# ---- design 1 ----
Figure 1. The metal 2 layer (design 1).
Drawn at 4 px/µm.
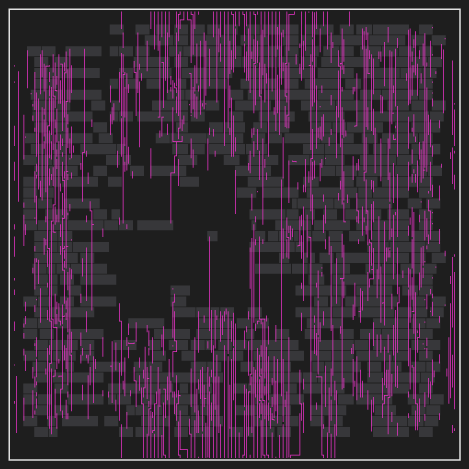
Figure 2. Track usage over the die (design 1).
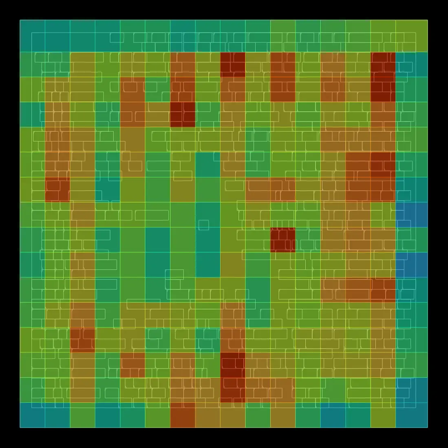
## config.mk

```make
export PLATFORM = sky130hd
export DESIGN_NAME = dmem_arbiter_flat
export DESIGN_NICKNAME = d
export VERILOG_FILES = /design/src/rtl/dmem_arbiter_if.sv /design/src/rtl/dmem_arbiter.sv /design/src/flat_wrapper.sv
export SDC_FILE = /design/constraint.sdc
export NUM_CORES = 1
export LEC_CHECK = 0
export CORE_MARGIN = 3
export CORE_UTILIZATION = 40
export CTS_BUF_LIST = sky130_fd_sc_hd__clkbuf_8
export CTS_CLUSTER_SIZE = 40
export DETAILED_ROUTE_END_ITERATION = 10
export PLACE_DENSITY = 0.8
export SLEW_MARGIN = 0
export SYNTH_ARGS = -nofsm -noshare
export SYNTH_HDL_FRONTEND = slang
export SYNTH_SLANG_ARGS = --single-unit
```

## constraint.sdc

```tcl
create_clock -name CLK -period 9.3 [get_ports CLK]
set_input_delay 1.395 -clock CLK [delete_from_list [all_inputs] [get_ports CLK]]
set_output_delay 1.395 -clock CLK [all_outputs]
set_load 0.005 [all_outputs]
```

## src/rtl/dmem_arbiter_if.sv

```systemverilog
// rtl/dmem_arbiter_if.sv - requester and memory bus bundle for the data memory arbiter
interface dmem_arbiter_if #(
   parameter int AW = 7,
   parameter int DW = 32
);
   logic          req0;
   logic          we0;
   logic [AW-1:0] addr0;
   logic [DW-1:0] wdata0;
   logic          gnt0;
   logic          rvalid0;
   logic [DW-1:0] rdata0;

   logic          req1;
   logic          we1;
   logic [AW-1:0] addr1;
   logic [DW-1:0] wdata1;
   logic          gnt1;
   logic          rvalid1;
   logic [DW-1:0] rdata1;

   logic          CEN;
   logic          WEN;
   logic          OEN;
   logic [AW-1:0] A;
   logic [DW-1:0] D;
   logic [DW-1:0] Q;
   logic          busy;

   modport slave (
      input  req0, we0, addr0, wdata0,
      input  req1, we1, addr1, wdata1,
      input  Q,
      output gnt0, rvalid0, rdata0,
      output gnt1, rvalid1, rdata1,
      output CEN, WEN, OEN, A, D, busy
   );

   modport master (
      output req0, we0, addr0, wdata0,
      output req1, we1, addr1, wdata1,
      output Q,
      input  gnt0, rvalid0, rdata0,
      input  gnt1, rvalid1, rdata1,
      input  CEN, WEN, OEN, A, D, busy
   );
endinterface

```

## src/rtl/dmem_arbiter.sv

```systemverilog
// rtl/dmem_arbiter.sv - two-port round-robin arbiter in front of a synchronous data memory
module dmem_arbiter #(
   parameter int AW = 7,
   parameter int DW = 32
) (
   input logic           CLK,
   input logic           RST,
   dmem_arbiter_if.slave bus
);

   localparam logic [1:0] IDLE = 2'd0;
   localparam logic [1:0] ACC  = 2'd1;
   localparam logic [1:0] RESP = 2'd2;

   logic [1:0]    state;
   logic          prio;      // port favoured when both request
   logic          port;      // winner of the access in flight
   logic          we_l;
   logic [AW-1:0] addr_l;
   logic [DW-1:0] wdata_l;
   logic          rvalid0_r;
   logic          rvalid1_r;
   logic [DW-1:0] rdata0_r;
   logic [DW-1:0] rdata1_r;
   logic          win;

   // pick the winner: a lone requester wins, a tie goes to the favoured port
   always_comb begin
      win = prio;
      if (bus.req0 && !bus.req1) begin
         win = 1'b0;
      end else if (bus.req1 && !bus.req0) begin
         win = 1'b1;
      end
   end

   // state sequencing and round-robin pointer update
   always_ff @(posedge CLK or posedge RST) begin
      if (RST) begin
         state <= IDLE;
         prio  <= 1'b0;
      end else begin
         case (state)
            IDLE: begin
               if (bus.req0 || bus.req1) begin
                  prio  <= ~win;
                  state <= ACC;
               end
            end
            ACC:     state <= we_l ? IDLE : RESP;
            RESP:    state <= IDLE;
            default: state <= IDLE;
         endcase
      end
   end

   // capture the winning request only at the arbitration edge so later input changes cannot leak in
   always_ff @(posedge CLK or posedge RST) begin
      if (RST) begin
         port    <= 1'b0;
         we_l    <= 1'b0;
         addr_l  <= '0;
         wdata_l <= '0;
      end else if (state == IDLE && (bus.req0 || bus.req1)) begin
         port    <= win;
         we_l    <= win ? bus.we1    : bus.we0;
         addr_l  <= win ? bus.addr1  : bus.addr0;
         wdata_l <= win ? bus.wdata1 : bus.wdata0;
      end
   end

   // read completion: register Q at the end of RESP and pulse rvalid for one cycle
   always_ff @(posedge CLK or posedge RST) begin
      if (RST) begin
         rvalid0_r <= 1'b0;
         rvalid1_r <= 1'b0;
         rdata0_r  <= '0;
         rdata1_r  <= '0;
      end else begin
         rvalid0_r <= 1'b0;
         rvalid1_r <= 1'b0;
         if (state == RESP) begin
            if (port) begin
               rdata1_r  <= bus.Q;
               rvalid1_r <= 1'b1;
            end else begin
               rdata0_r  <= bus.Q;
               rvalid0_r <= 1'b1;
            end
         end
      end
   end

   // memory strobes decode straight from state; A and D hold the latched access
   assign bus.gnt0    = (state == ACC) && !port;
   assign bus.gnt1    = (state == ACC) &&  port;
   assign bus.CEN     = !(state == ACC);
   assign bus.WEN     = !((state == ACC) && we_l);
   assign bus.OEN     = !(((state == ACC) && !we_l) || (state == RESP));
   assign bus.A       = addr_l;
   assign bus.D       = wdata_l;
   assign bus.busy    = (state != IDLE);
   assign bus.rvalid0 = rvalid0_r;
   assign bus.rvalid1 = rvalid1_r;
   assign bus.rdata0  = rdata0_r;
   assign bus.rdata1  = rdata1_r;

endmodule

```

## src/flat_wrapper.sv

```systemverilog
// flat-port wrapper written by rule: the top's interface ports become plain ports
module dmem_arbiter_flat 
#(
   parameter int AW = 7,
   parameter int DW = 32
)
  (CLK, RST, bus_req0, bus_we0, bus_addr0, bus_wdata0, bus_req1, bus_we1, bus_addr1, bus_wdata1, bus_Q, bus_gnt0, bus_rvalid0, bus_rdata0, bus_gnt1, bus_rvalid1, bus_rdata1, bus_CEN, bus_WEN, bus_OEN, bus_A, bus_D, bus_busy);
  dmem_arbiter_if #(.AW(AW), .DW(DW)) bus_i ();
  input logic CLK;
  input logic RST;
  input wire logic [$bits(bus_i.req0)-1:0] bus_req0;
  input wire logic [$bits(bus_i.we0)-1:0] bus_we0;
  input wire logic [$bits(bus_i.addr0)-1:0] bus_addr0;
  input wire logic [$bits(bus_i.wdata0)-1:0] bus_wdata0;
  input wire logic [$bits(bus_i.req1)-1:0] bus_req1;
  input wire logic [$bits(bus_i.we1)-1:0] bus_we1;
  input wire logic [$bits(bus_i.addr1)-1:0] bus_addr1;
  input wire logic [$bits(bus_i.wdata1)-1:0] bus_wdata1;
  input wire logic [$bits(bus_i.Q)-1:0] bus_Q;
  output wire logic [$bits(bus_i.gnt0)-1:0] bus_gnt0;
  output wire logic [$bits(bus_i.rvalid0)-1:0] bus_rvalid0;
  output wire logic [$bits(bus_i.rdata0)-1:0] bus_rdata0;
  output wire logic [$bits(bus_i.gnt1)-1:0] bus_gnt1;
  output wire logic [$bits(bus_i.rvalid1)-1:0] bus_rvalid1;
  output wire logic [$bits(bus_i.rdata1)-1:0] bus_rdata1;
  output wire logic [$bits(bus_i.CEN)-1:0] bus_CEN;
  output wire logic [$bits(bus_i.WEN)-1:0] bus_WEN;
  output wire logic [$bits(bus_i.OEN)-1:0] bus_OEN;
  output wire logic [$bits(bus_i.A)-1:0] bus_A;
  output wire logic [$bits(bus_i.D)-1:0] bus_D;
  output wire logic [$bits(bus_i.busy)-1:0] bus_busy;
  assign bus_i.req0 = bus_req0;
  assign bus_i.we0 = bus_we0;
  assign bus_i.addr0 = bus_addr0;
  assign bus_i.wdata0 = bus_wdata0;
  assign bus_i.req1 = bus_req1;
  assign bus_i.we1 = bus_we1;
  assign bus_i.addr1 = bus_addr1;
  assign bus_i.wdata1 = bus_wdata1;
  assign bus_i.Q = bus_Q;
  assign bus_gnt0 = bus_i.gnt0;
  assign bus_rvalid0 = bus_i.rvalid0;
  assign bus_rdata0 = bus_i.rdata0;
  assign bus_gnt1 = bus_i.gnt1;
  assign bus_rvalid1 = bus_i.rvalid1;
  assign bus_rdata1 = bus_i.rdata1;
  assign bus_CEN = bus_i.CEN;
  assign bus_WEN = bus_i.WEN;
  assign bus_OEN = bus_i.OEN;
  assign bus_A = bus_i.A;
  assign bus_D = bus_i.D;
  assign bus_busy = bus_i.busy;
  dmem_arbiter #(.AW(AW), .DW(DW)) u_core (.CLK(CLK), .RST(RST), .bus(bus_i));
endmodule
```

==> metrics.log <==
[flow] summary of implementation run
INFO  metric fp-row-count = 38
INFO  metric layout_worst_path_cycle_share = 0.3430
INFO  metric signal_buffer_area_fraction = 0.3250
INFO  metric pwr.group.sequential = 0.000863 W
INFO  metric comb_power_share = 0.488
INFO  metric detailroute.wirelength.met2 = 6080 µm
INFO  metric grt_start_max_net_pins = 84
INFO  metric reg2regPathDepth = 3
INFO  metric seq_cells = approximately 110
INFO  metric tapCellCount = 140
INFO  metric cts_buffers = 9
INFO  metric dominant_logic_cell_types_in_the_final_layout = sky130_fd_sc_hd__clkdlybuf4s50_1, sky130_fd_sc_hd__dfrtp_1, sky130_fd_sc_hd__and3_1
INFO  metric post_synth_inst_count = 299
INFO  metric ff_type = sky130_fd_sc_hd__dfrtp_1
INFO  metric status = completed
INFO  metric wire_length_of_the_first_global_routing_pass = between 15,000 and 20,000 µm
INFO  metric design.die.area = 0.01261 mm²
INFO  metric hold_violations = 0
INFO  metric mappedNetlistArea = 0.004519 mm²
INFO  metric fill_cells = 820
INFO  metric layout_cells_sized_above_1 = 0.1132
INFO  metric edf_count = 0
INFO  metric comb_area = between 0.0015 and 0.002 mm²
INFO  metric fin_skew = 12.24 ps
INFO  metric worst_setup_hold_path_clk_slew = 110 ps
INFO  metric cts_root_buf = sky130_fd_sc_hd__clkbuf_8
INFO  metric total_placed_instance_area = roughly 0.007 mm²
INFO  metric p_comb = between 0.001 and 0.0015 W
INFO  metric dp_hpwl = approximately 9100 µm
INFO  metric synth.mux.area_fraction = 0.1836
INFO  metric final_design_area_no_fill = just over 0.007 mm²
INFO  metric synth-async-reset-ratio = 1.000
INFO  metric flop_area = 0.002753 mm²
INFO  metric max_cap_violations = 0
INFO  metric syn_avg_cell_area = 15.11 µm²
INFO  metric comb-cell-share = 0.2260
INFO  metric synthSimpleGateAreaFrac = 0.07060
INFO  metric critical_path.reg2reg.startpoint = u_core.state[0]
INFO  metric number_of_standard_cells_in_the_layout_taps_in_and_fillers_out = about 660
INFO  metric htreeDepth = 3
INFO  metric die-height = 112.3 µm
INFO  metric slowest_stage = sky130_fd_sc_hd__clkdlybuf4s50_1
INFO  metric cts_repair_resize_count = 0
INFO  metric grt_setup_unrepaired = false
INFO  metric max_stage_delay = 450 ps
INFO  metric place_ws = 6109 ps
INFO  metric timing.critical_path.cells = nor2_2 -> buf_4 -> inv_1 -> clkdlybuf4s50_1
INFO  metric design.core.area = 0.01094 mm²
INFO  metric synth.top_cell.area_share = 0.6091
INFO  metric worst_hold_check_path_type = flip-flop to flip-flop
INFO  metric power_density = 323.0 mW/mm²
INFO  metric ys_types = 21
INFO  metric inverters_excl_clock = 5
INFO  metric antenna-diode-count = 0
INFO  metric layout.non_clock_buffers = 230
INFO  metric count_of_yosys_warnings_during_synthesis = 0
INFO  metric grt_antenna_before_repair = 0
INFO  metric sh_seq_area = 0.3903
INFO  metric most_common_cell_after_layout_fill_and_taps_aside = sky130_fd_sc_hd__clkdlybuf4s50_1
INFO  metric critPathTopFamily = buffers and inverters
INFO  metric power_dissipated_by_switching_net_loads = 0.0006934 W
INFO  metric ys_seq_elements = 110
INFO  metric first_global_vias = roughly 3,600
INFO  metric worstPathArrival = 1790 ps
INFO  metric ff2ff_setup_slack = between 7000 and 8000 ps
INFO  metric path_depth = 4
INFO  metric maxUsedRoutingLayer = met4
INFO  metric drc = 0
INFO  metric critPathMaxFanout = 44
## Picture notes: Figure 1
576 nets have wire on it. The longest straight run is 54.1 µm. The layer holds 49% of the routed length. The wires run mostly vertical. The layer carries 6,080 µm of wire.

## Picture notes: Figure 2
busiest grt layer: met2
post-layout util: 0.6450


# ---- design 2 ----
Figure 3. Pin placement (design 2).
Drawn at 4 px/µm. Pins as bars across the die edge, other pins in gray.
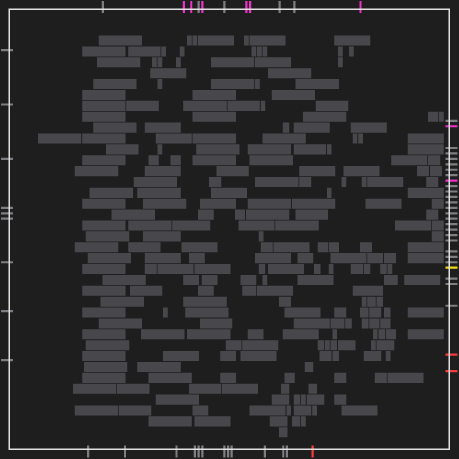
Figure 4. Routed metal per tile (design 2).
Drawn at 3 px/µm. The die is cut into 22 by 22 equal tiles; dark blue is low, red is high, scaled to the fullest tile. Values are wire area over tile area, all layers added.
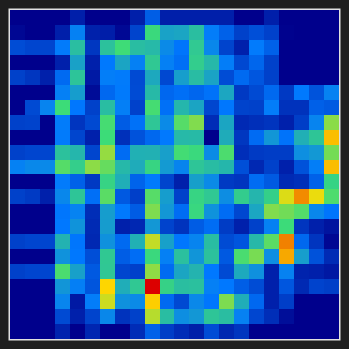
Figure 5. The metal 2 layer (design 2).
Drawn at 4 px/µm.
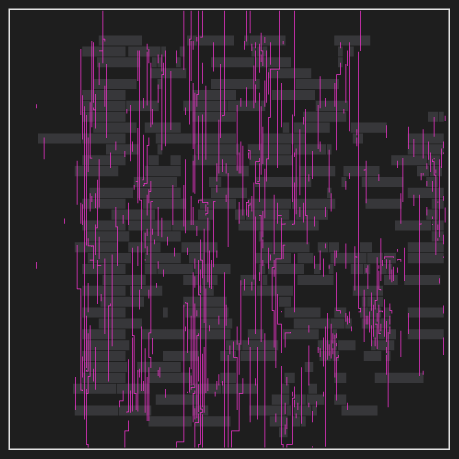
[src/rtl/mod_pkg.sv]
// Shared types and defaults for the modulus dispatch front end.
package mod_pkg;

   localparam int MOD_WIDTH_DEFAULT = 8;

   typedef enum logic [2:0] {
      ST_IDLE      = 3'd0,
      ST_ISSUE     = 3'd1,
      ST_WAIT_BUSY = 3'd2,
      ST_WAIT_DONE = 3'd3,
      ST_ERR       = 3'd4
   } mod_dispatch_state_t;

   typedef struct packed {
      logic [MOD_WIDTH_DEFAULT-1:0] value;
      logic [MOD_WIDTH_DEFAULT-1:0] modulus;
   } mod_job_t;

endpackage

[src/rtl/sync_fifo.sv]
// Synchronous job FIFO with registered ready (not full) and occupancy count.
module sync_fifo #(
   parameter int DW    = 16,
   parameter int DEPTH = 4,
   localparam int AW   = $clog2(DEPTH),
   localparam int CW   = $clog2(DEPTH) + 1
) (
   input  logic          clk_in,
   input  logic          rst_in,
   input  logic          push,
   input  logic          pop,
   input  logic [DW-1:0] wr_data,
   output logic [DW-1:0] rd_data,
   output logic [CW-1:0] count,
   output logic [CW-1:0] count_next,
   output logic          ready,
   output logic          empty
);

   logic [DW-1:0] mem_r [DEPTH];
   logic [AW-1:0] wr_ptr_r;
   logic [AW-1:0] rd_ptr_r;
   logic [CW-1:0] count_r;
   logic [CW-1:0] count_s;
   logic          ready_r;
   logic          push_ok_s;
   logic          pop_ok_s;

   assign push_ok_s  = push && ready_r;
   assign pop_ok_s   = pop && (count_r != {CW{1'b0}});
   assign rd_data    = mem_r[rd_ptr_r];
   assign count      = count_r;
   assign count_next = count_s;
   assign ready      = ready_r;
   assign empty      = (count_r == {CW{1'b0}});

   // occupancy after this edge; simultaneous push and pop cancel out
   always_comb begin
      count_s = count_r;
      if (push_ok_s && !pop_ok_s) begin
         count_s = count_r + CW'(1);
      end else if (!push_ok_s && pop_ok_s) begin
         count_s = count_r - CW'(1);
      end else begin
         count_s = count_r;
      end
   end

   // storage array, written only on an accepted push
   always_ff @(posedge clk_in) begin
      if (push_ok_s) begin
         mem_r[wr_ptr_r] <= wr_data;
      end
   end

   // pointers wrap naturally because DEPTH is a power of two
   always_ff @(posedge clk_in or posedge rst_in) begin
      if (rst_in) begin
         wr_ptr_r <= {AW{1'b0}};
         rd_ptr_r <= {AW{1'b0}};
         count_r  <= {CW{1'b0}};
         ready_r  <= 1'b0;
      end else begin
         if (push_ok_s) begin
            wr_ptr_r <= wr_ptr_r + AW'(1);
         end
         if (pop_ok_s) begin
            rd_ptr_r <= rd_ptr_r + AW'(1);
         end
         count_r <= count_s;
         ready_r <= (count_s != CW'(DEPTH));
      end
   end

endmodule

[src/rtl/mod_dispatch.sv]
// Dispatcher between a job stream and the modulus responder.
// Optional watchdog compiled in with MOD_DISPATCH_TIMEOUT_EN.
module mod_dispatch
   import mod_pkg::*;
#(
   parameter int WIDTH   = MOD_WIDTH_DEFAULT,
   parameter int DEPTH   = 4,
   parameter int TIMEOUT = 64
) (
   input  logic                     clk_in,
   input  logic                     rst_in,
   input  logic                     job_valid_in,
   output logic                     job_ready_out,
   input  logic [WIDTH-1:0]         job_value_in,
   input  logic [WIDTH-1:0]         job_modulus_in,
   output logic                     mod_ready_out,
   output logic [WIDTH-1:0]         mod_value_out,
   output logic [WIDTH-1:0]         mod_modulus_out,
   input  logic                     mod_busy_in,
   input  logic                     mod_valid_in,
   input  logic [WIDTH-1:0]         mod_value_in,
   output logic                     res_valid_out,
   input  logic                     res_ready_in,
   output logic [WIDTH-1:0]         res_value_out,
   output logic                     res_err_out,
   output logic                     busy_out,
   output logic [$clog2(DEPTH):0]   count_out
);

   localparam int CW = $clog2(DEPTH) + 1;

   mod_dispatch_state_t state_r, state_s;
   logic [2*WIDTH-1:0]  head_s;
   logic [WIDTH-1:0]    head_value_s, head_mod_s;
   logic [CW-1:0]       fifo_count_s, fifo_count_next_s;
   logic                fifo_empty_s, fifo_ready_s;
   logic                pop_s, timeout_s;
   logic [WIDTH-1:0]    op_value_r, op_mod_r;
   logic                mod_ready_r, busy_r;
   logic                res_valid_r, res_valid_s;
   logic [WIDTH-1:0]    res_value_r, res_value_s;
   logic                res_err_r, res_err_s;

   sync_fifo #(.DW(2*WIDTH), .DEPTH(DEPTH)) u_fifo (
      .clk_in     (clk_in),
      .rst_in     (rst_in),
      .push       (job_valid_in),
      .pop        (pop_s),
      .wr_data    ({job_value_in, job_modulus_in}),
      .rd_data    (head_s),
      .count      (fifo_count_s),
      .count_next (fifo_count_next_s),
      .ready      (fifo_ready_s),
      .empty      (fifo_empty_s)
   );

   assign head_value_s = head_s[2*WIDTH-1:WIDTH];
   assign head_mod_s   = head_s[WIDTH-1:0];

`ifdef MOD_DISPATCH_TIMEOUT_EN
   localparam int WD_W = $clog2(TIMEOUT) + 1;
   logic [WD_W-1:0] wd_r;

   // watchdog: cycles spent waiting on the responder
   always_ff @(posedge clk_in or posedge rst_in) begin
      if (rst_in) begin
         wd_r <= {WD_W{1'b0}};
      end else if (state_r == ST_WAIT_BUSY || state_r == ST_WAIT_DONE) begin
         wd_r <= wd_r + WD_W'(1);
      end else begin
         wd_r <= {WD_W{1'b0}};
      end
   end

   assign timeout_s = (wd_r == WD_W'(TIMEOUT - 1));
`else
   logic unused_timeout_s;
   assign unused_timeout_s = ^TIMEOUT;
   assign timeout_s        = 1'b0;
`endif

   // next state, pop decision and result-register update
   always_comb begin
      state_s     = state_r;
      pop_s       = 1'b0;
      res_valid_s = res_valid_r;
      res_value_s = res_value_r;
      res_err_s   = res_err_r;
      if (res_valid_r && res_ready_in) begin
         res_valid_s = 1'b0;
         res_value_s = {WIDTH{1'b0}};
         res_err_s   = 1'b0;
      end else begin
         res_valid_s = res_valid_r;
      end
      case (state_r)
         ST_IDLE: begin
            if (!fifo_empty_s && !res_valid_r && !mod_busy_in) begin
               pop_s = 1'b1;
               if (head_mod_s == {WIDTH{1'b0}}) begin
                  state_s = ST_ERR;
               end else begin
                  state_s = ST_ISSUE;
               end
            end else begin
               state_s = ST_IDLE;
            end
         end
         ST_ISSUE: state_s = ST_WAIT_BUSY;
         ST_WAIT_BUSY, ST_WAIT_DONE: begin
            // a done pulse wins over a coincident timeout or busy edge
            if (mod_valid_in) begin
               res_valid_s = 1'b1;
               res_value_s = mod_value_in;
               res_err_s   = 1'b0;
               state_s     = ST_IDLE;
            end else if (timeout_s) begin
               state_s = ST_ERR;
            end else if (mod_busy_in) begin
               state_s = ST_WAIT_DONE;
            end else begin
               state_s = state_r;
            end
         end
         ST_ERR: begin
            res_valid_s = 1'b1;
            res_value_s = {WIDTH{1'b0}};
            res_err_s   = 1'b1;
            state_s     = ST_IDLE;
         end
         default: state_s = ST_IDLE;
      endcase
   end

   // state, operand, request and result registers
   always_ff @(posedge clk_in or posedge rst_in) begin
      if (rst_in) begin
         state_r     <= ST_IDLE;
         op_value_r  <= {WIDTH{1'b0}};
         op_mod_r    <= {WIDTH{1'b0}};
         mod_ready_r <= 1'b0;
         res_valid_r <= 1'b0;
         res_value_r <= {WIDTH{1'b0}};
         res_err_r   <= 1'b0;
         busy_r      <= 1'b0;
      end else begin
         state_r     <= state_s;
         mod_ready_r <= (state_s == ST_ISSUE);
         if (pop_s) begin
            op_value_r <= head_value_s;
            op_mod_r   <= head_mod_s;
         end
         res_valid_r <= res_valid_s;
         res_value_r <= res_value_s;
         res_err_r   <= res_err_s;
         busy_r      <= (state_s != ST_IDLE) || (fifo_count_next_s != {CW{1'b0}}) || res_valid_s;
      end
   end

   assign job_ready_out   = fifo_ready_s;
   assign mod_ready_out   = mod_ready_r;
   assign mod_value_out   = op_value_r;
   assign mod_modulus_out = op_mod_r;
   assign res_valid_out   = res_valid_r;
   assign res_value_out   = res_value_r;
   assign res_err_out     = res_err_r;
   assign busy_out        = busy_r;
   assign count_out       = fifo_count_s;

endmodule

[config.mk]
export PLATFORM = sky130hd
export DESIGN_NAME = mod_dispatch
export DESIGN_NICKNAME = d
export VERILOG_FILES = /design/src/rtl/mod_pkg.sv /design/src/rtl/sync_fifo.sv /design/src/rtl/mod_dispatch.sv
export SDC_FILE = /design/constraint.sdc
export NUM_CORES = 1
export LEC_CHECK = 0
export ABC_CLOCK_PERIOD_IN_PS = 3500
export CAP_MARGIN = 20
export CORE_UTILIZATION = 35
export DETAILED_ROUTE_END_ITERATION = 8
export DONT_BUFFER_PORTS = 1
export MAX_ROUTING_LAYER = met4
export PLACE_DENSITY = 0.46
export RECOVER_POWER = 50
export SYNTH_ARGS = -nofsm -noshare
export SYNTH_HDL_FRONTEND = slang
export SYNTH_SLANG_ARGS = --single-unit
[constraint.sdc]
create_clock -name clk_in -period 3.5 [get_ports clk_in]
set_input_delay 0.875 -clock clk_in [delete_from_list [all_inputs] [get_ports clk_in]]
set_output_delay 0.875 -clock clk_in [all_outputs]
set_load 0.01 [all_outputs]
==> metrics.log <==
[flow] summary of implementation run
INFO  metric grt_start_max_net_pins = ~40
INFO  metric fin_total_pwr = 0.003849 W
INFO  metric antenna_left = 0
INFO  metric total_placed_instance_area = 0.004208 mm²
INFO  metric post_synth_inst_count = 235
INFO  metric status = completed
INFO  metric seq_cells = 103
INFO  metric grt_setup_unrepaired = false
INFO  metric total_of_endpoints_with_negative_setup_slack_in_the_final_report = 0
INFO  metric layout.cells.largest_class = flip-flops and latches
INFO  metric crit_start = u_fifo.count[0]
INFO  metric dr.pass1.iters = 4
INFO  metric layout_worst_path_cycle_share = 0.6889
INFO  metric fin_skew = 11.53 ps
INFO  metric cts_tree = built
INFO  metric final_core_utilization = 0.4047
INFO  metric place_ws = 1072 ps
INFO  metric synth.yosys.num_cells = 235
INFO  metric slew_headroom = 0.2416
INFO  metric fill_cells = 992
INFO  metric pwr.group.sequential = about 0.0020 W
INFO  metric cts_root_buf = sky130_fd_sc_hd__clkbuf_16
INFO  metric grt_overflow = 0
INFO  metric groute.layer.met3.usage = 0.04209
INFO  metric hold_slack = 511.9 ps
INFO  metric htreeDepth = 3
INFO  metric seqPwrFrac = 0.519
INFO  metric log.warning_count = 30
INFO  metric routabilityCongestion = around 0.66
INFO  metric design.core.area = approximately 0.011 mm²
INFO  metric first_global_vias = 1,998
INFO  metric slowest_stage = sky130_fd_sc_hd__and2_1
INFO  metric hp-start = state_r[1]
INFO  metric synth_area_in_adders = 0.02160
INFO  metric detailroute.wirelength.met2 = 3543 µm
INFO  metric grtUsageMet1 = 0.1598
INFO  metric p_comb = 0.000915 W
INFO  metric end_kind = flip-flop
INFO  metric ioPinCount = 62
INFO  metric post-place-cells = 369
INFO  metric clock_cell_area_share = 0.06224
INFO  metric max_frequency = 414.8 MHz
INFO  metric critPathMaxFanout = 12
INFO  metric final.setup.tns = 0 ps
INFO  metric worst_slack = 1089 ps
INFO  metric drc = 0
INFO  metric worstSetupPathType = flip-flop to flip-flop
INFO  metric layout.non_clock_buffers = 5
INFO  metric syn_avg_cell_area = 17.26 µm²
INFO  metric most_common_cell_after_layout_fill_and_taps_aside = sky130_fd_sc_hd__edfxtp_1
INFO  metric edf_count = ~64
INFO  metric flop_area = between 0.002 and 0.003 mm²
INFO  metric avgRoutedWirePerCell = 18.66 µm
INFO  metric wire_length_of_the_first_global_routing_pass = 11,150 µm
INFO  metric timing.critical_path.to = mod_modulus_out[7]
INFO  metric worst_setup_path_start_kind = flip-flop
INFO  metric ys_types = 37
INFO  metric ff2ff_setup_slack = 1090 ps
INFO  metric yosys.cell_count.top_type = sky130_fd_sc_hd__edfxtp_1
INFO  metric largest_register_ff_count = approximately 64
About Figure 3:
Red shows count_out, pins 3, direction output, edge 2 east, 1 south. Magenta shows mod_value_out, pins 8, direction output, edge 6 north, 2 east. Yellow shows mod_ready_out, pins 1, direction output, edge east.
All pins by edge: 29 east, 13 south, 11 north, 9 west.

About Figure 4:
8.1% of the tiles are over half the peak. 18% of the tiles are nearly empty. The fullest tile reaches 0.42. The emptiest ninth of the die: north-east. The mean over all tiles is 0.094.

About Figure 5:
The layer carries 3,540 µm of wire. The longest straight run is 78.2 µm. 229 nets have wire on it. The layer holds 49% of the routed length. The wires run mostly vertical.


# ---- design 3 ----
[src/rtl/scene1_index_fetch_if.sv]
// Pixel-side bundle for the scene-1 index fetcher: raster coords in, ROM port, palette index out.
// Latency: none (wiring only).
// Backpressure: none; the raster never stalls, one pixel per clock.
//
// Signals: frame_start/cam_x (camera control), DrawX/DrawY/de (raster),
// rom_addr/rom_q (background ROM), index/index_valid (to palette), cam_q (camera in use).
// slave = fetcher side, master = raster/ROM/palette side.
interface scene1_index_fetch_if #(
    parameter int unsigned ADDR_W = 17
);
    logic              frame_start;
    logic [9:0]        cam_x;
    logic [9:0]        DrawX;
    logic [9:0]        DrawY;
    logic              de;
    logic [ADDR_W-1:0] rom_addr;
    logic [3:0]        rom_q;
    logic [3:0]        index;
    logic              index_valid;
    logic [9:0]        cam_q;

    modport slave (
        input  frame_start, cam_x, DrawX, DrawY, de, rom_q,
        output rom_addr, index, index_valid, cam_q
    );

    modport master (
        output frame_start, cam_x, DrawX, DrawY, de, rom_q,
        input  rom_addr, index, index_valid, cam_q
    );
endinterface

[src/rtl/scene1_index_fetch.sv]
// Maps raster coords plus a panning camera offset to a scene-1 ROM address and palette index.
// Latency: 3 cycles DrawX/DrawY/de -> index/index_valid; rom_addr registered 1 cycle after coords.
// Backpressure: none; fully pipelined, accepts one pixel every clock.
//
// Ports: Clk, Reset (sync, active-high); bus (slave modport) carries frame_start, cam_x,
// DrawX, DrawY, de, rom_q in and rom_addr, index, index_valid, cam_q out.
// Optional feature: define SCENE1_WRAP_EN to tile the background horizontally; camera may then
// range over the full scene width and source X wraps around instead of being clamped.
module scene1_index_fetch #(
    parameter int unsigned SCENE_W     = 384,
    parameter int unsigned SCENE_H     = 240,
    parameter int unsigned SCALE_SH    = 1,
    parameter int unsigned VIS_W       = 640,
    parameter int unsigned PAN_STEP    = 4,
    parameter int unsigned ADDR_W      = 17,
    parameter logic [3:0]  BLANK_INDEX = 4'h8
) (
    input  logic                  Clk,
    input  logic                  Reset,
    scene1_index_fetch_if.slave   bus
);

`ifdef SCENE1_WRAP_EN
    localparam int unsigned CAM_MAX = SCENE_W - 1;
`else
    // Right edge of the visible window stops at the right edge of the scene.
    localparam int unsigned CAM_MAX = SCENE_W - (VIS_W >> SCALE_SH);
`endif

    logic [9:0]        cam_r;
    logic [9:0]        tgt;
    logic [10:0]       cam_plus;
    logic [10:0]       tgt_plus;

    logic [10:0]       sx_raw;
    logic [10:0]       sx;
    logic [9:0]        sy;
    logic              in_range;
    logic [ADDR_W-1:0] addr_calc;

    logic [ADDR_W-1:0] addr_r;
    logic              v1;
    logic              v2;
    logic [3:0]        idx_r;
    logic              vld_r;

    // Camera target and pan comparisons; 11-bit sums so cam+step never wraps.
    always_comb begin
        tgt      = (bus.cam_x > 10'(CAM_MAX)) ? 10'(CAM_MAX) : bus.cam_x;
        cam_plus = {1'b0, cam_r} + 11'(PAN_STEP);
        tgt_plus = {1'b0, tgt}   + 11'(PAN_STEP);
    end

    always_ff @(posedge Clk) begin
        if (Reset) begin
            cam_r <= '0;
        end else if (bus.frame_start) begin
            if ({1'b0, tgt} > cam_plus)
                cam_r <= cam_r + 10'(PAN_STEP);
            else if (tgt_plus < {1'b0, cam_r})
                cam_r <= cam_r - 10'(PAN_STEP);
            else
                cam_r <= tgt;
        end
    end

    // Stage 1 address generation uses the camera value from before any same-cycle update.
    always_comb begin
        sx_raw = 11'(bus.DrawX >> SCALE_SH) + {1'b0, cam_r};
`ifdef SCENE1_WRAP_EN
        sx = (sx_raw >= 11'(SCENE_W)) ? (sx_raw - 11'(SCENE_W)) : sx_raw;
`else
        sx = sx_raw;
`endif
        sy        = bus.DrawY >> SCALE_SH;
        in_range  = bus.de && (sy < 10'(SCENE_H)) && (sx < 11'(SCENE_W));
        addr_calc = ADDR_W'(sy) * ADDR_W'(SCENE_W) + ADDR_W'(sx);
    end

    always_ff @(posedge Clk) begin
        if (Reset) begin
            addr_r <= '0;
            v1     <= 1'b0;
            v2     <= 1'b0;
            idx_r  <= BLANK_INDEX;
            vld_r  <= 1'b0;
        end else begin
            // Out-of-range address is parked at 0; its ROM data is discarded at stage 3.
            addr_r <= in_range ? addr_calc : '0;
            v1     <= in_range;
            v2     <= v1;
            idx_r  <= v2 ? bus.rom_q : BLANK_INDEX;
            vld_r  <= v2;
        end
    end

    assign bus.rom_addr    = addr_r;
    assign bus.index       = idx_r;
    assign bus.index_valid = vld_r;
    assign bus.cam_q       = cam_r;

endmodule

[src/flat_wrapper.sv]
// flat-port wrapper written by rule: the top's interface ports become plain ports
module scene1_index_fetch_flat 
#(
    parameter int unsigned SCENE_W     = 384,
    parameter int unsigned SCENE_H     = 240,
    parameter int unsigned SCALE_SH    = 1,
    parameter int unsigned VIS_W       = 640,
    parameter int unsigned PAN_STEP    = 4,
    parameter int unsigned ADDR_W      = 17,
    parameter logic [3:0]  BLANK_INDEX = 4'h8
)
  (Clk, Reset, bus_frame_start, bus_cam_x, bus_DrawX, bus_DrawY, bus_de, bus_rom_q, bus_rom_addr, bus_index, bus_index_valid, bus_cam_q);
  scene1_index_fetch_if #(.ADDR_W(ADDR_W)) bus_i ();
  input  logic Clk;
  input  logic Reset;
  input wire logic [$bits(bus_i.frame_start)-1:0] bus_frame_start;
  input wire logic [$bits(bus_i.cam_x)-1:0] bus_cam_x;
  input wire logic [$bits(bus_i.DrawX)-1:0] bus_DrawX;
  input wire logic [$bits(bus_i.DrawY)-1:0] bus_DrawY;
  input wire logic [$bits(bus_i.de)-1:0] bus_de;
  input wire logic [$bits(bus_i.rom_q)-1:0] bus_rom_q;
  output wire logic [$bits(bus_i.rom_addr)-1:0] bus_rom_addr;
  output wire logic [$bits(bus_i.index)-1:0] bus_index;
  output wire logic [$bits(bus_i.index_valid)-1:0] bus_index_valid;
  output wire logic [$bits(bus_i.cam_q)-1:0] bus_cam_q;
  assign bus_i.frame_start = bus_frame_start;
  assign bus_i.cam_x = bus_cam_x;
  assign bus_i.DrawX = bus_DrawX;
  assign bus_i.DrawY = bus_DrawY;
  assign bus_i.de = bus_de;
  assign bus_i.rom_q = bus_rom_q;
  assign bus_rom_addr = bus_i.rom_addr;
  assign bus_index = bus_i.index;
  assign bus_index_valid = bus_i.index_valid;
  assign bus_cam_q = bus_i.cam_q;
  scene1_index_fetch #(.SCENE_W(SCENE_W), .SCENE_H(SCENE_H), .SCALE_SH(SCALE_SH), .VIS_W(VIS_W), .PAN_STEP(PAN_STEP), .ADDR_W(ADDR_W), .BLANK_INDEX(BLANK_INDEX)) u_core (.Clk(Clk), .Reset(Reset), .bus(bus_i));
endmodule
[config.mk]
export PLATFORM = sky130hd
export DESIGN_NAME = scene1_index_fetch_flat
export DESIGN_NICKNAME = d
export VERILOG_FILES = /design/src/rtl/scene1_index_fetch_if.sv /design/src/rtl/scene1_index_fetch.sv /design/src/flat_wrapper.sv
export SDC_FILE = /design/constraint.sdc
export NUM_CORES = 1
export LEC_CHECK = 0
export CORE_MARGIN = 2
export CORE_UTILIZATION = 51
export CTS_CLUSTER_DIAMETER = 120
export CTS_CLUSTER_SIZE = 28
export DETAILED_ROUTE_END_ITERATION = 8
export PLACE_DENSITY_LB_ADDON = 0.08
export SYNTH_ARGS = -nofsm -noshare
export SYNTH_HDL_FRONTEND = slang
export SYNTH_SLANG_ARGS = --single-unit
[constraint.sdc]
create_clock -name Clk -period 4.25 [get_ports Clk]
set_clock_uncertainty 0.05 [all_clocks]
set_input_delay 0.425 -clock Clk [delete_from_list [all_inputs] [get_ports Clk]]
set_output_delay 0.425 -clock Clk [all_outputs]
set_load 0.1 [all_outputs]
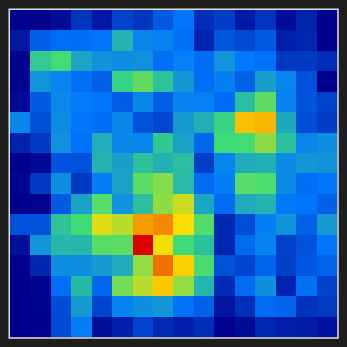
Figure 6: design 3, routed metal per tile.
Drawn at 4 px/µm. The die is cut into 16 by 16 equal tiles; dark blue is low, red is high, scaled to the fullest tile. Values are wire area over tile area, all layers added.
The fullest tile reaches 0.67. The mean over all tiles is 0.18. 13% of the tiles are over half the peak. 7.8% of the tiles are nearly empty.

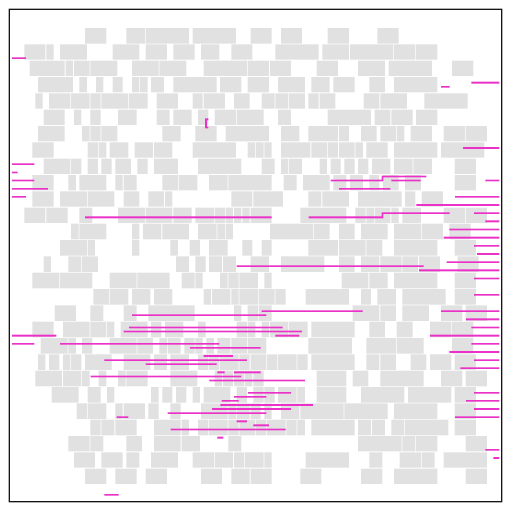
Figure 7: design 3, the metal 3 layer.
Drawn at 6 px/µm.
63 nets have wire on it. The layer carries 620 µm of wire. The layer holds 8.3% of the routed length. The longest straight run is 30.8 µm.

==> metrics.log <==
[flow] summary of implementation run
INFO  metric status = completed
INFO  metric ctsHoldBuffers = 0
INFO  metric p_clk = 0.000239 W
INFO  metric slowest_stage = sky130_fd_sc_hd__clkdlybuf4s50_1
INFO  metric clock_tree.buffer_depth = 2
INFO  metric die_w = about 80 µm
INFO  metric number_of_standard_cells_in_the_layout_taps_in_and_fillers_out = 503
INFO  metric synth_seq_share = 0.2204
INFO  metric layout.cells.largest_class = multi-input combinational cells
INFO  metric final_design_area_no_fill = 0.003956 mm²
INFO  metric synthSimpleGateAreaFrac = 0.2091
INFO  metric worst-slew-pin-transition = 979.2 ps
INFO  metric timing.critical_path.to = u_core.bus.rom_addr[16]
INFO  metric maxUsedRoutingLayer = met4
INFO  metric routabilityCongestion = a little under 0.9
INFO  metric synth_area_in_adders = 0.1937
INFO  metric post-place-cells = 495
INFO  metric count_of_yosys_warnings_during_synthesis = 0
INFO  metric antenna-diode-count = 0
INFO  metric power_dissipated_by_switching_net_loads = 0.0005440 W

# ---- design 4 ----
$ cat src/rtl/alu_seq_ctrl_if.sv
// Command, ALU datapath and result signals of the ALU sequencer.
// slave = the sequencer itself, master = the command source plus datapath and consumer.
interface alu_seq_ctrl_if;
  logic        cmd_valid;
  logic        cmd_ready;
  logic [3:0]  cmd_op;
  logic [31:0] cmd_a;
  logic [31:0] cmd_b;
  logic [3:0]  alu_op;
  logic [31:0] alu_a;
  logic [31:0] alu_b;
  logic        ld_a;
  logic        ld_b;
  logic        ld_f;
  logic [31:0] alu_f;
  logic [3:0]  alu_fr;
  logic        res_valid;
  logic        res_ready;
  logic [31:0] res_f;
  logic [3:0]  res_fr;
  logic        res_err;
  logic        busy;
  logic [15:0] op_count;

  modport slave (
    input  cmd_valid, cmd_op, cmd_a, cmd_b, alu_f, alu_fr, res_ready,
    output cmd_ready, alu_op, alu_a, alu_b, ld_a, ld_b, ld_f,
           res_valid, res_f, res_fr, res_err, busy, op_count
  );

  modport master (
    output cmd_valid, cmd_op, cmd_a, cmd_b, alu_f, alu_fr, res_ready,
    input  cmd_ready, alu_op, alu_a, alu_b, ld_a, ld_b, ld_f,
           res_valid, res_f, res_fr, res_err, busy, op_count
  );
endinterface

$ cat src/rtl/alu_seq_ctrl.sv
// Sequencer for a multi-cycle ALU datapath: load A, load B, execute, capture, hand off result.
// Every output is registered in the single FSM block.
module alu_seq_ctrl #(
  parameter int unsigned EXEC_CYCLES = 1,
  parameter logic [3:0]  OP_MAX      = 4'd8
) (
  input logic           clk,
  input logic           rst_n,
  alu_seq_ctrl_if.slave bus
);
  typedef enum logic [2:0] {IDLE, LOAD_A, LOAD_B, EXEC, CAPTURE, DONE} state_t;

  localparam logic [3:0] EXEC_LAST = 4'(EXEC_CYCLES - 1);

  state_t     state;
  logic [3:0] exec_cnt;

  always_ff @(posedge clk) begin
    if (!rst_n) begin
      state         <= IDLE;
      exec_cnt      <= 4'd0;
      bus.cmd_ready <= 1'b1;
      bus.busy      <= 1'b0;
      bus.res_valid <= 1'b0;
      bus.ld_a      <= 1'b0;
      bus.ld_b      <= 1'b0;
      bus.ld_f      <= 1'b0;
      bus.alu_op    <= 4'd0;
      bus.alu_a     <= 32'd0;
      bus.alu_b     <= 32'd0;
      bus.res_f     <= 32'd0;
      bus.res_fr    <= 4'd0;
      bus.res_err   <= 1'b0;
      bus.op_count  <= 16'd0;
    end else begin
      // load strobes are single-cycle pulses unless a state re-arms them
      bus.ld_a <= 1'b0;
      bus.ld_b <= 1'b0;
      bus.ld_f <= 1'b0;
      case (state)
        IDLE: begin
          if (bus.cmd_valid && bus.cmd_ready) begin
            bus.alu_op    <= bus.cmd_op;
            bus.alu_a     <= bus.cmd_a;
            bus.alu_b     <= bus.cmd_b;
            bus.cmd_ready <= 1'b0;
            bus.busy      <= 1'b1;
            if (bus.cmd_op > OP_MAX) begin
              // illegal opcode skips the datapath entirely
              state         <= DONE;
              bus.res_f     <= 32'd0;
              bus.res_fr    <= 4'd0;
              bus.res_err   <= 1'b1;
              bus.res_valid <= 1'b1;
            end else begin
              state    <= LOAD_A;
              bus.ld_a <= 1'b1;
            end
          end
        end
        LOAD_A: begin
          state    <= LOAD_B;
          bus.ld_b <= 1'b1;
        end
        LOAD_B: begin
          state    <= EXEC;
          exec_cnt <= EXEC_LAST;
          bus.ld_f <= (EXEC_LAST == 4'd0);
        end
        EXEC: begin
          if (exec_cnt == 4'd0) begin
            state <= CAPTURE;
          end else begin
            exec_cnt <= exec_cnt - 4'd1;
            bus.ld_f <= (exec_cnt == 4'd1);
          end
        end
        CAPTURE: begin
          state         <= DONE;
          bus.res_f     <= bus.alu_f;
          bus.res_fr    <= bus.alu_fr;
          bus.res_err   <= 1'b0;
          bus.res_valid <= 1'b1;
        end
        DONE: begin
          if (bus.res_ready) begin
            state         <= IDLE;
            bus.res_valid <= 1'b0;
            bus.cmd_ready <= 1'b1;
            bus.busy      <= 1'b0;
            bus.op_count  <= bus.op_count + 16'd1;
          end
        end
        default: state <= IDLE;
      endcase
    end
  end
endmodule

$ cat src/flat_wrapper.sv
// flat-port wrapper written by rule: the top's interface ports become plain ports
module alu_seq_ctrl_flat 
#(
  parameter int unsigned EXEC_CYCLES = 1,
  parameter logic [3:0]  OP_MAX      = 4'd8
)
  (clk, rst_n, bus_cmd_valid, bus_cmd_op, bus_cmd_a, bus_cmd_b, bus_alu_f, bus_alu_fr, bus_res_ready, bus_cmd_ready, bus_alu_op, bus_alu_a, bus_alu_b, bus_ld_a, bus_ld_b, bus_ld_f, bus_res_valid, bus_res_f, bus_res_fr, bus_res_err, bus_busy, bus_op_count);
  alu_seq_ctrl_if bus_i ();
  input logic clk;
  input logic rst_n;
  input wire logic [$bits(bus_i.cmd_valid)-1:0] bus_cmd_valid;
  input wire logic [$bits(bus_i.cmd_op)-1:0] bus_cmd_op;
  input wire logic [$bits(bus_i.cmd_a)-1:0] bus_cmd_a;
  input wire logic [$bits(bus_i.cmd_b)-1:0] bus_cmd_b;
  input wire logic [$bits(bus_i.alu_f)-1:0] bus_alu_f;
  input wire logic [$bits(bus_i.alu_fr)-1:0] bus_alu_fr;
  input wire logic [$bits(bus_i.res_ready)-1:0] bus_res_ready;
  output wire logic [$bits(bus_i.cmd_ready)-1:0] bus_cmd_ready;
  output wire logic [$bits(bus_i.alu_op)-1:0] bus_alu_op;
  output wire logic [$bits(bus_i.alu_a)-1:0] bus_alu_a;
  output wire logic [$bits(bus_i.alu_b)-1:0] bus_alu_b;
  output wire logic [$bits(bus_i.ld_a)-1:0] bus_ld_a;
  output wire logic [$bits(bus_i.ld_b)-1:0] bus_ld_b;
  output wire logic [$bits(bus_i.ld_f)-1:0] bus_ld_f;
  output wire logic [$bits(bus_i.res_valid)-1:0] bus_res_valid;
  output wire logic [$bits(bus_i.res_f)-1:0] bus_res_f;
  output wire logic [$bits(bus_i.res_fr)-1:0] bus_res_fr;
  output wire logic [$bits(bus_i.res_err)-1:0] bus_res_err;
  output wire logic [$bits(bus_i.busy)-1:0] bus_busy;
  output wire logic [$bits(bus_i.op_count)-1:0] bus_op_count;
  assign bus_i.cmd_valid = bus_cmd_valid;
  assign bus_i.cmd_op = bus_cmd_op;
  assign bus_i.cmd_a = bus_cmd_a;
  assign bus_i.cmd_b = bus_cmd_b;
  assign bus_i.alu_f = bus_alu_f;
  assign bus_i.alu_fr = bus_alu_fr;
  assign bus_i.res_ready = bus_res_ready;
  assign bus_cmd_ready = bus_i.cmd_ready;
  assign bus_alu_op = bus_i.alu_op;
  assign bus_alu_a = bus_i.alu_a;
  assign bus_alu_b = bus_i.alu_b;
  assign bus_ld_a = bus_i.ld_a;
  assign bus_ld_b = bus_i.ld_b;
  assign bus_ld_f = bus_i.ld_f;
  assign bus_res_valid = bus_i.res_valid;
  assign bus_res_f = bus_i.res_f;
  assign bus_res_fr = bus_i.res_fr;
  assign bus_res_err = bus_i.res_err;
  assign bus_busy = bus_i.busy;
  assign bus_op_count = bus_i.op_count;
  alu_seq_ctrl #(.EXEC_CYCLES(EXEC_CYCLES), .OP_MAX(OP_MAX)) u_core (.clk(clk), .rst_n(rst_n), .bus(bus_i));
endmodule
$ cat config.mk
export PLATFORM = sky130hd
export DESIGN_NAME = alu_seq_ctrl_flat
export DESIGN_NICKNAME = d
export VERILOG_FILES = /design/src/rtl/alu_seq_ctrl_if.sv /design/src/rtl/alu_seq_ctrl.sv /design/src/flat_wrapper.sv
export SDC_FILE = /design/constraint.sdc
export NUM_CORES = 1
export LEC_CHECK = 0
export CORE_ASPECT_RATIO = 1.2
export CORE_MARGIN = 2
export CORE_UTILIZATION = 36
export CTS_BUF_LIST = sky130_fd_sc_hd__clkbuf_2
export DETAILED_ROUTE_END_ITERATION = 8
export DONT_BUFFER_PORTS = 1
export PLACE_DENSITY_LB_ADDON = 0.05
export RECOVER_POWER = 25
export SLEW_MARGIN = 20
export SYNTH_ARGS = -nofsm -noshare
export SYNTH_HDL_FRONTEND = slang
export SYNTH_SLANG_ARGS = --single-unit
$ cat constraint.sdc
create_clock -name clk -period 2.05 [get_ports clk]
set_clock_uncertainty 0.15 [all_clocks]
set_input_delay 0.41 -clock clk [delete_from_list [all_inputs] [get_ports clk]]
set_output_delay 0.41 -clock clk [all_outputs]
set_load 0.01 [all_outputs]
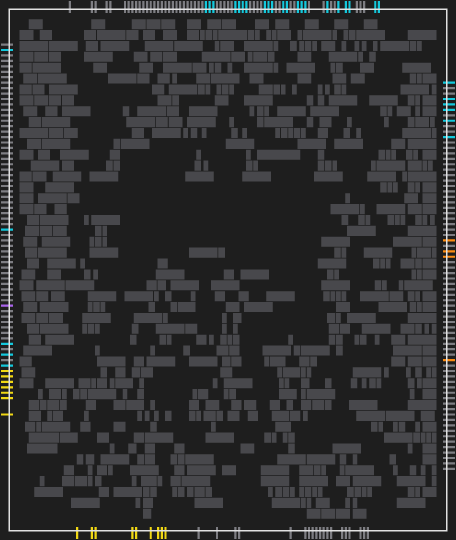
Figure 8: design 4, pin placement.
Drawn at 4 px/µm. Pins as bars across the die edge, other pins in gray.
Orange shows bus_alu_op, pins 4, direction output, edge east. Purple shows bus_res_valid, pins 1, direction output, edge west. Cyan shows bus_alu_a, pins 32, direction output, edge 21 north, 6 east, 5 west. Yellow shows bus_op_count, pins 16, direction output, edge 9 south, 7 west.

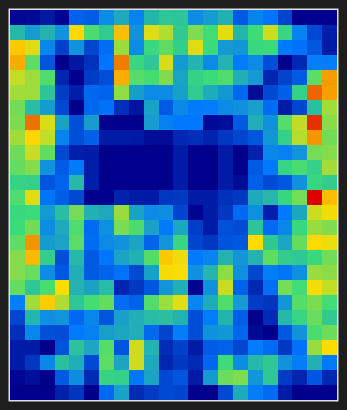
Figure 9: design 4, routed metal per tile.
Drawn at 3 px/µm. The die is cut into 22 by 26 equal tiles; dark blue is low, red is high, scaled to the fullest tile. Values are wire area over tile area, all layers added.
The mean over all tiles is 0.15. The fullest tile reaches 0.48. 9.6% of the tiles are nearly empty. 22% of the tiles are over half the peak. The emptiest ninth of the die: center.

==> metrics.log <==
[flow] summary of implementation run
INFO  metric wirelength = 13,050 µm
INFO  metric total_placed_instance_area = 0.005129 mm²
INFO  metric wire_length_of_the_first_global_routing_pass = 19,320 µm
INFO  metric via_per_inst = 4.976
INFO  metric detailroute.wirelength.met2 = around 6300 µm
INFO  metric mappedNetlistArea = about 0.0048 mm²
INFO  metric synth_seq_share = 0.5630
INFO  metric first_global_vias = 3,892
INFO  metric gr-max-usage-layer = met2
INFO  metric comb.multi_input.count = 359
INFO  metric pwr-share-clk = 0.211
INFO  metric compound_area_frac = 0.1770
INFO  metric num-clock-buffers = 18
INFO  metric ff2ff_setup_slack = 50 ps
INFO  metric design.die.area = roughly 0.014 mm²
INFO  metric dr_wl_met3 = 1416 µm
INFO  metric reg2regPathDepth = 4
INFO  metric timing.critical_path.cells = nand4_2 -> or4_4 -> or4_1 -> a21oi_1
INFO  metric max_frequency = 499.5 MHz
INFO  metric comb_area = 0.001917 mm²
INFO  metric final_design_area_no_fill = 0.006381 mm²
INFO  metric worst_setup_path_start_kind = flip-flop
INFO  metric fill_cells = 1,217
INFO  metric power_leakage = about 2.4 nW
INFO  metric grt_antenna_before_repair = 1
INFO  metric pwr.group.sequential = roughly 0.0036 W
INFO  metric sh_seq_area = 0.4208
INFO  metric synthSimpleGateAreaFrac = 0.1875
INFO  metric clock_cell_area_share = 0.03176
INFO  metric critPathTopFamily = simple AND/OR/NAND/NOR gates
INFO  metric flop_area = 0.002685 mm²
INFO  metric antenna_left = 0
INFO  metric hold_slack = 150.8 ps
INFO  metric synth_area_in_adders = 0.01050
INFO  metric critPathMaxFanout = 6
INFO  metric status = completed
INFO  metric layout.non_clock_buffers = 134
INFO  metric synth.mux.area_fraction = 0.004727
INFO  metric max_cap_violations = 0
INFO  metric signal_buffer_area_fraction = 0.2084
INFO  metric tapCellCount = 168
INFO  metric htreeDepth = 4
INFO  metric holdPathEnd = u_core.bus.op_count[10]
INFO  metric yosys.cell_count.top_type = sky130_fd_sc_hd__nand2_1
INFO  metric worstReg2RegEnd = u_core.bus.op_count[15]
INFO  metric ir_worst_vdd = 425.4 µV
INFO  metric power_dissipated_by_switching_net_loads = 0.002420 W
INFO  metric grtUsageMet1 = 0.2002
INFO  metric dr.first_iter.drc_count = 221
INFO  metric worst_hold_check_path_type = input port to flip-flop
INFO  metric post_synth_inst_count = 538
INFO  metric power-top-group = sequential cells
INFO  metric final_core_utilization = 0.4884
INFO  metric post-place-cells = about 700
INFO  metric power_density = approximately 1000 mW/mm²


==> screenshots <==
The metal 3 layer.
Drawn at 4 px/µm.
image #1
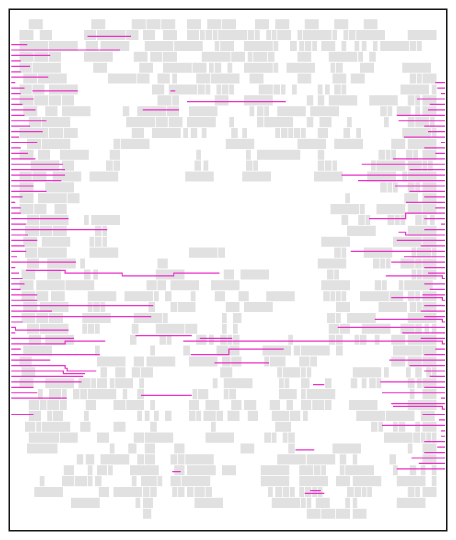
image #2
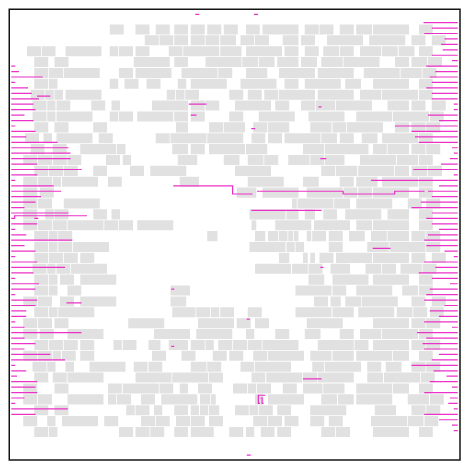
image #3
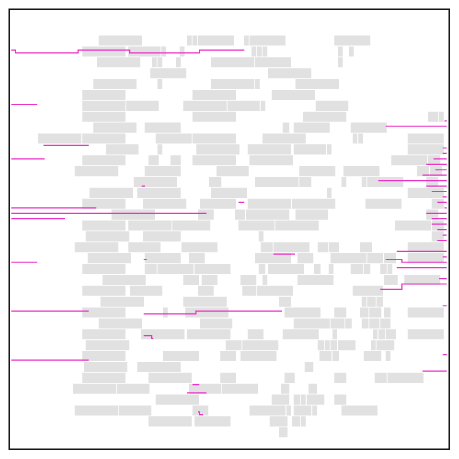
| from | picture |
|---|---|
| design 2 | image #3 |
| design 4 | image #1 |
| design 1 | image #2 |

Power is estimated from default activity; no workload was simulated.
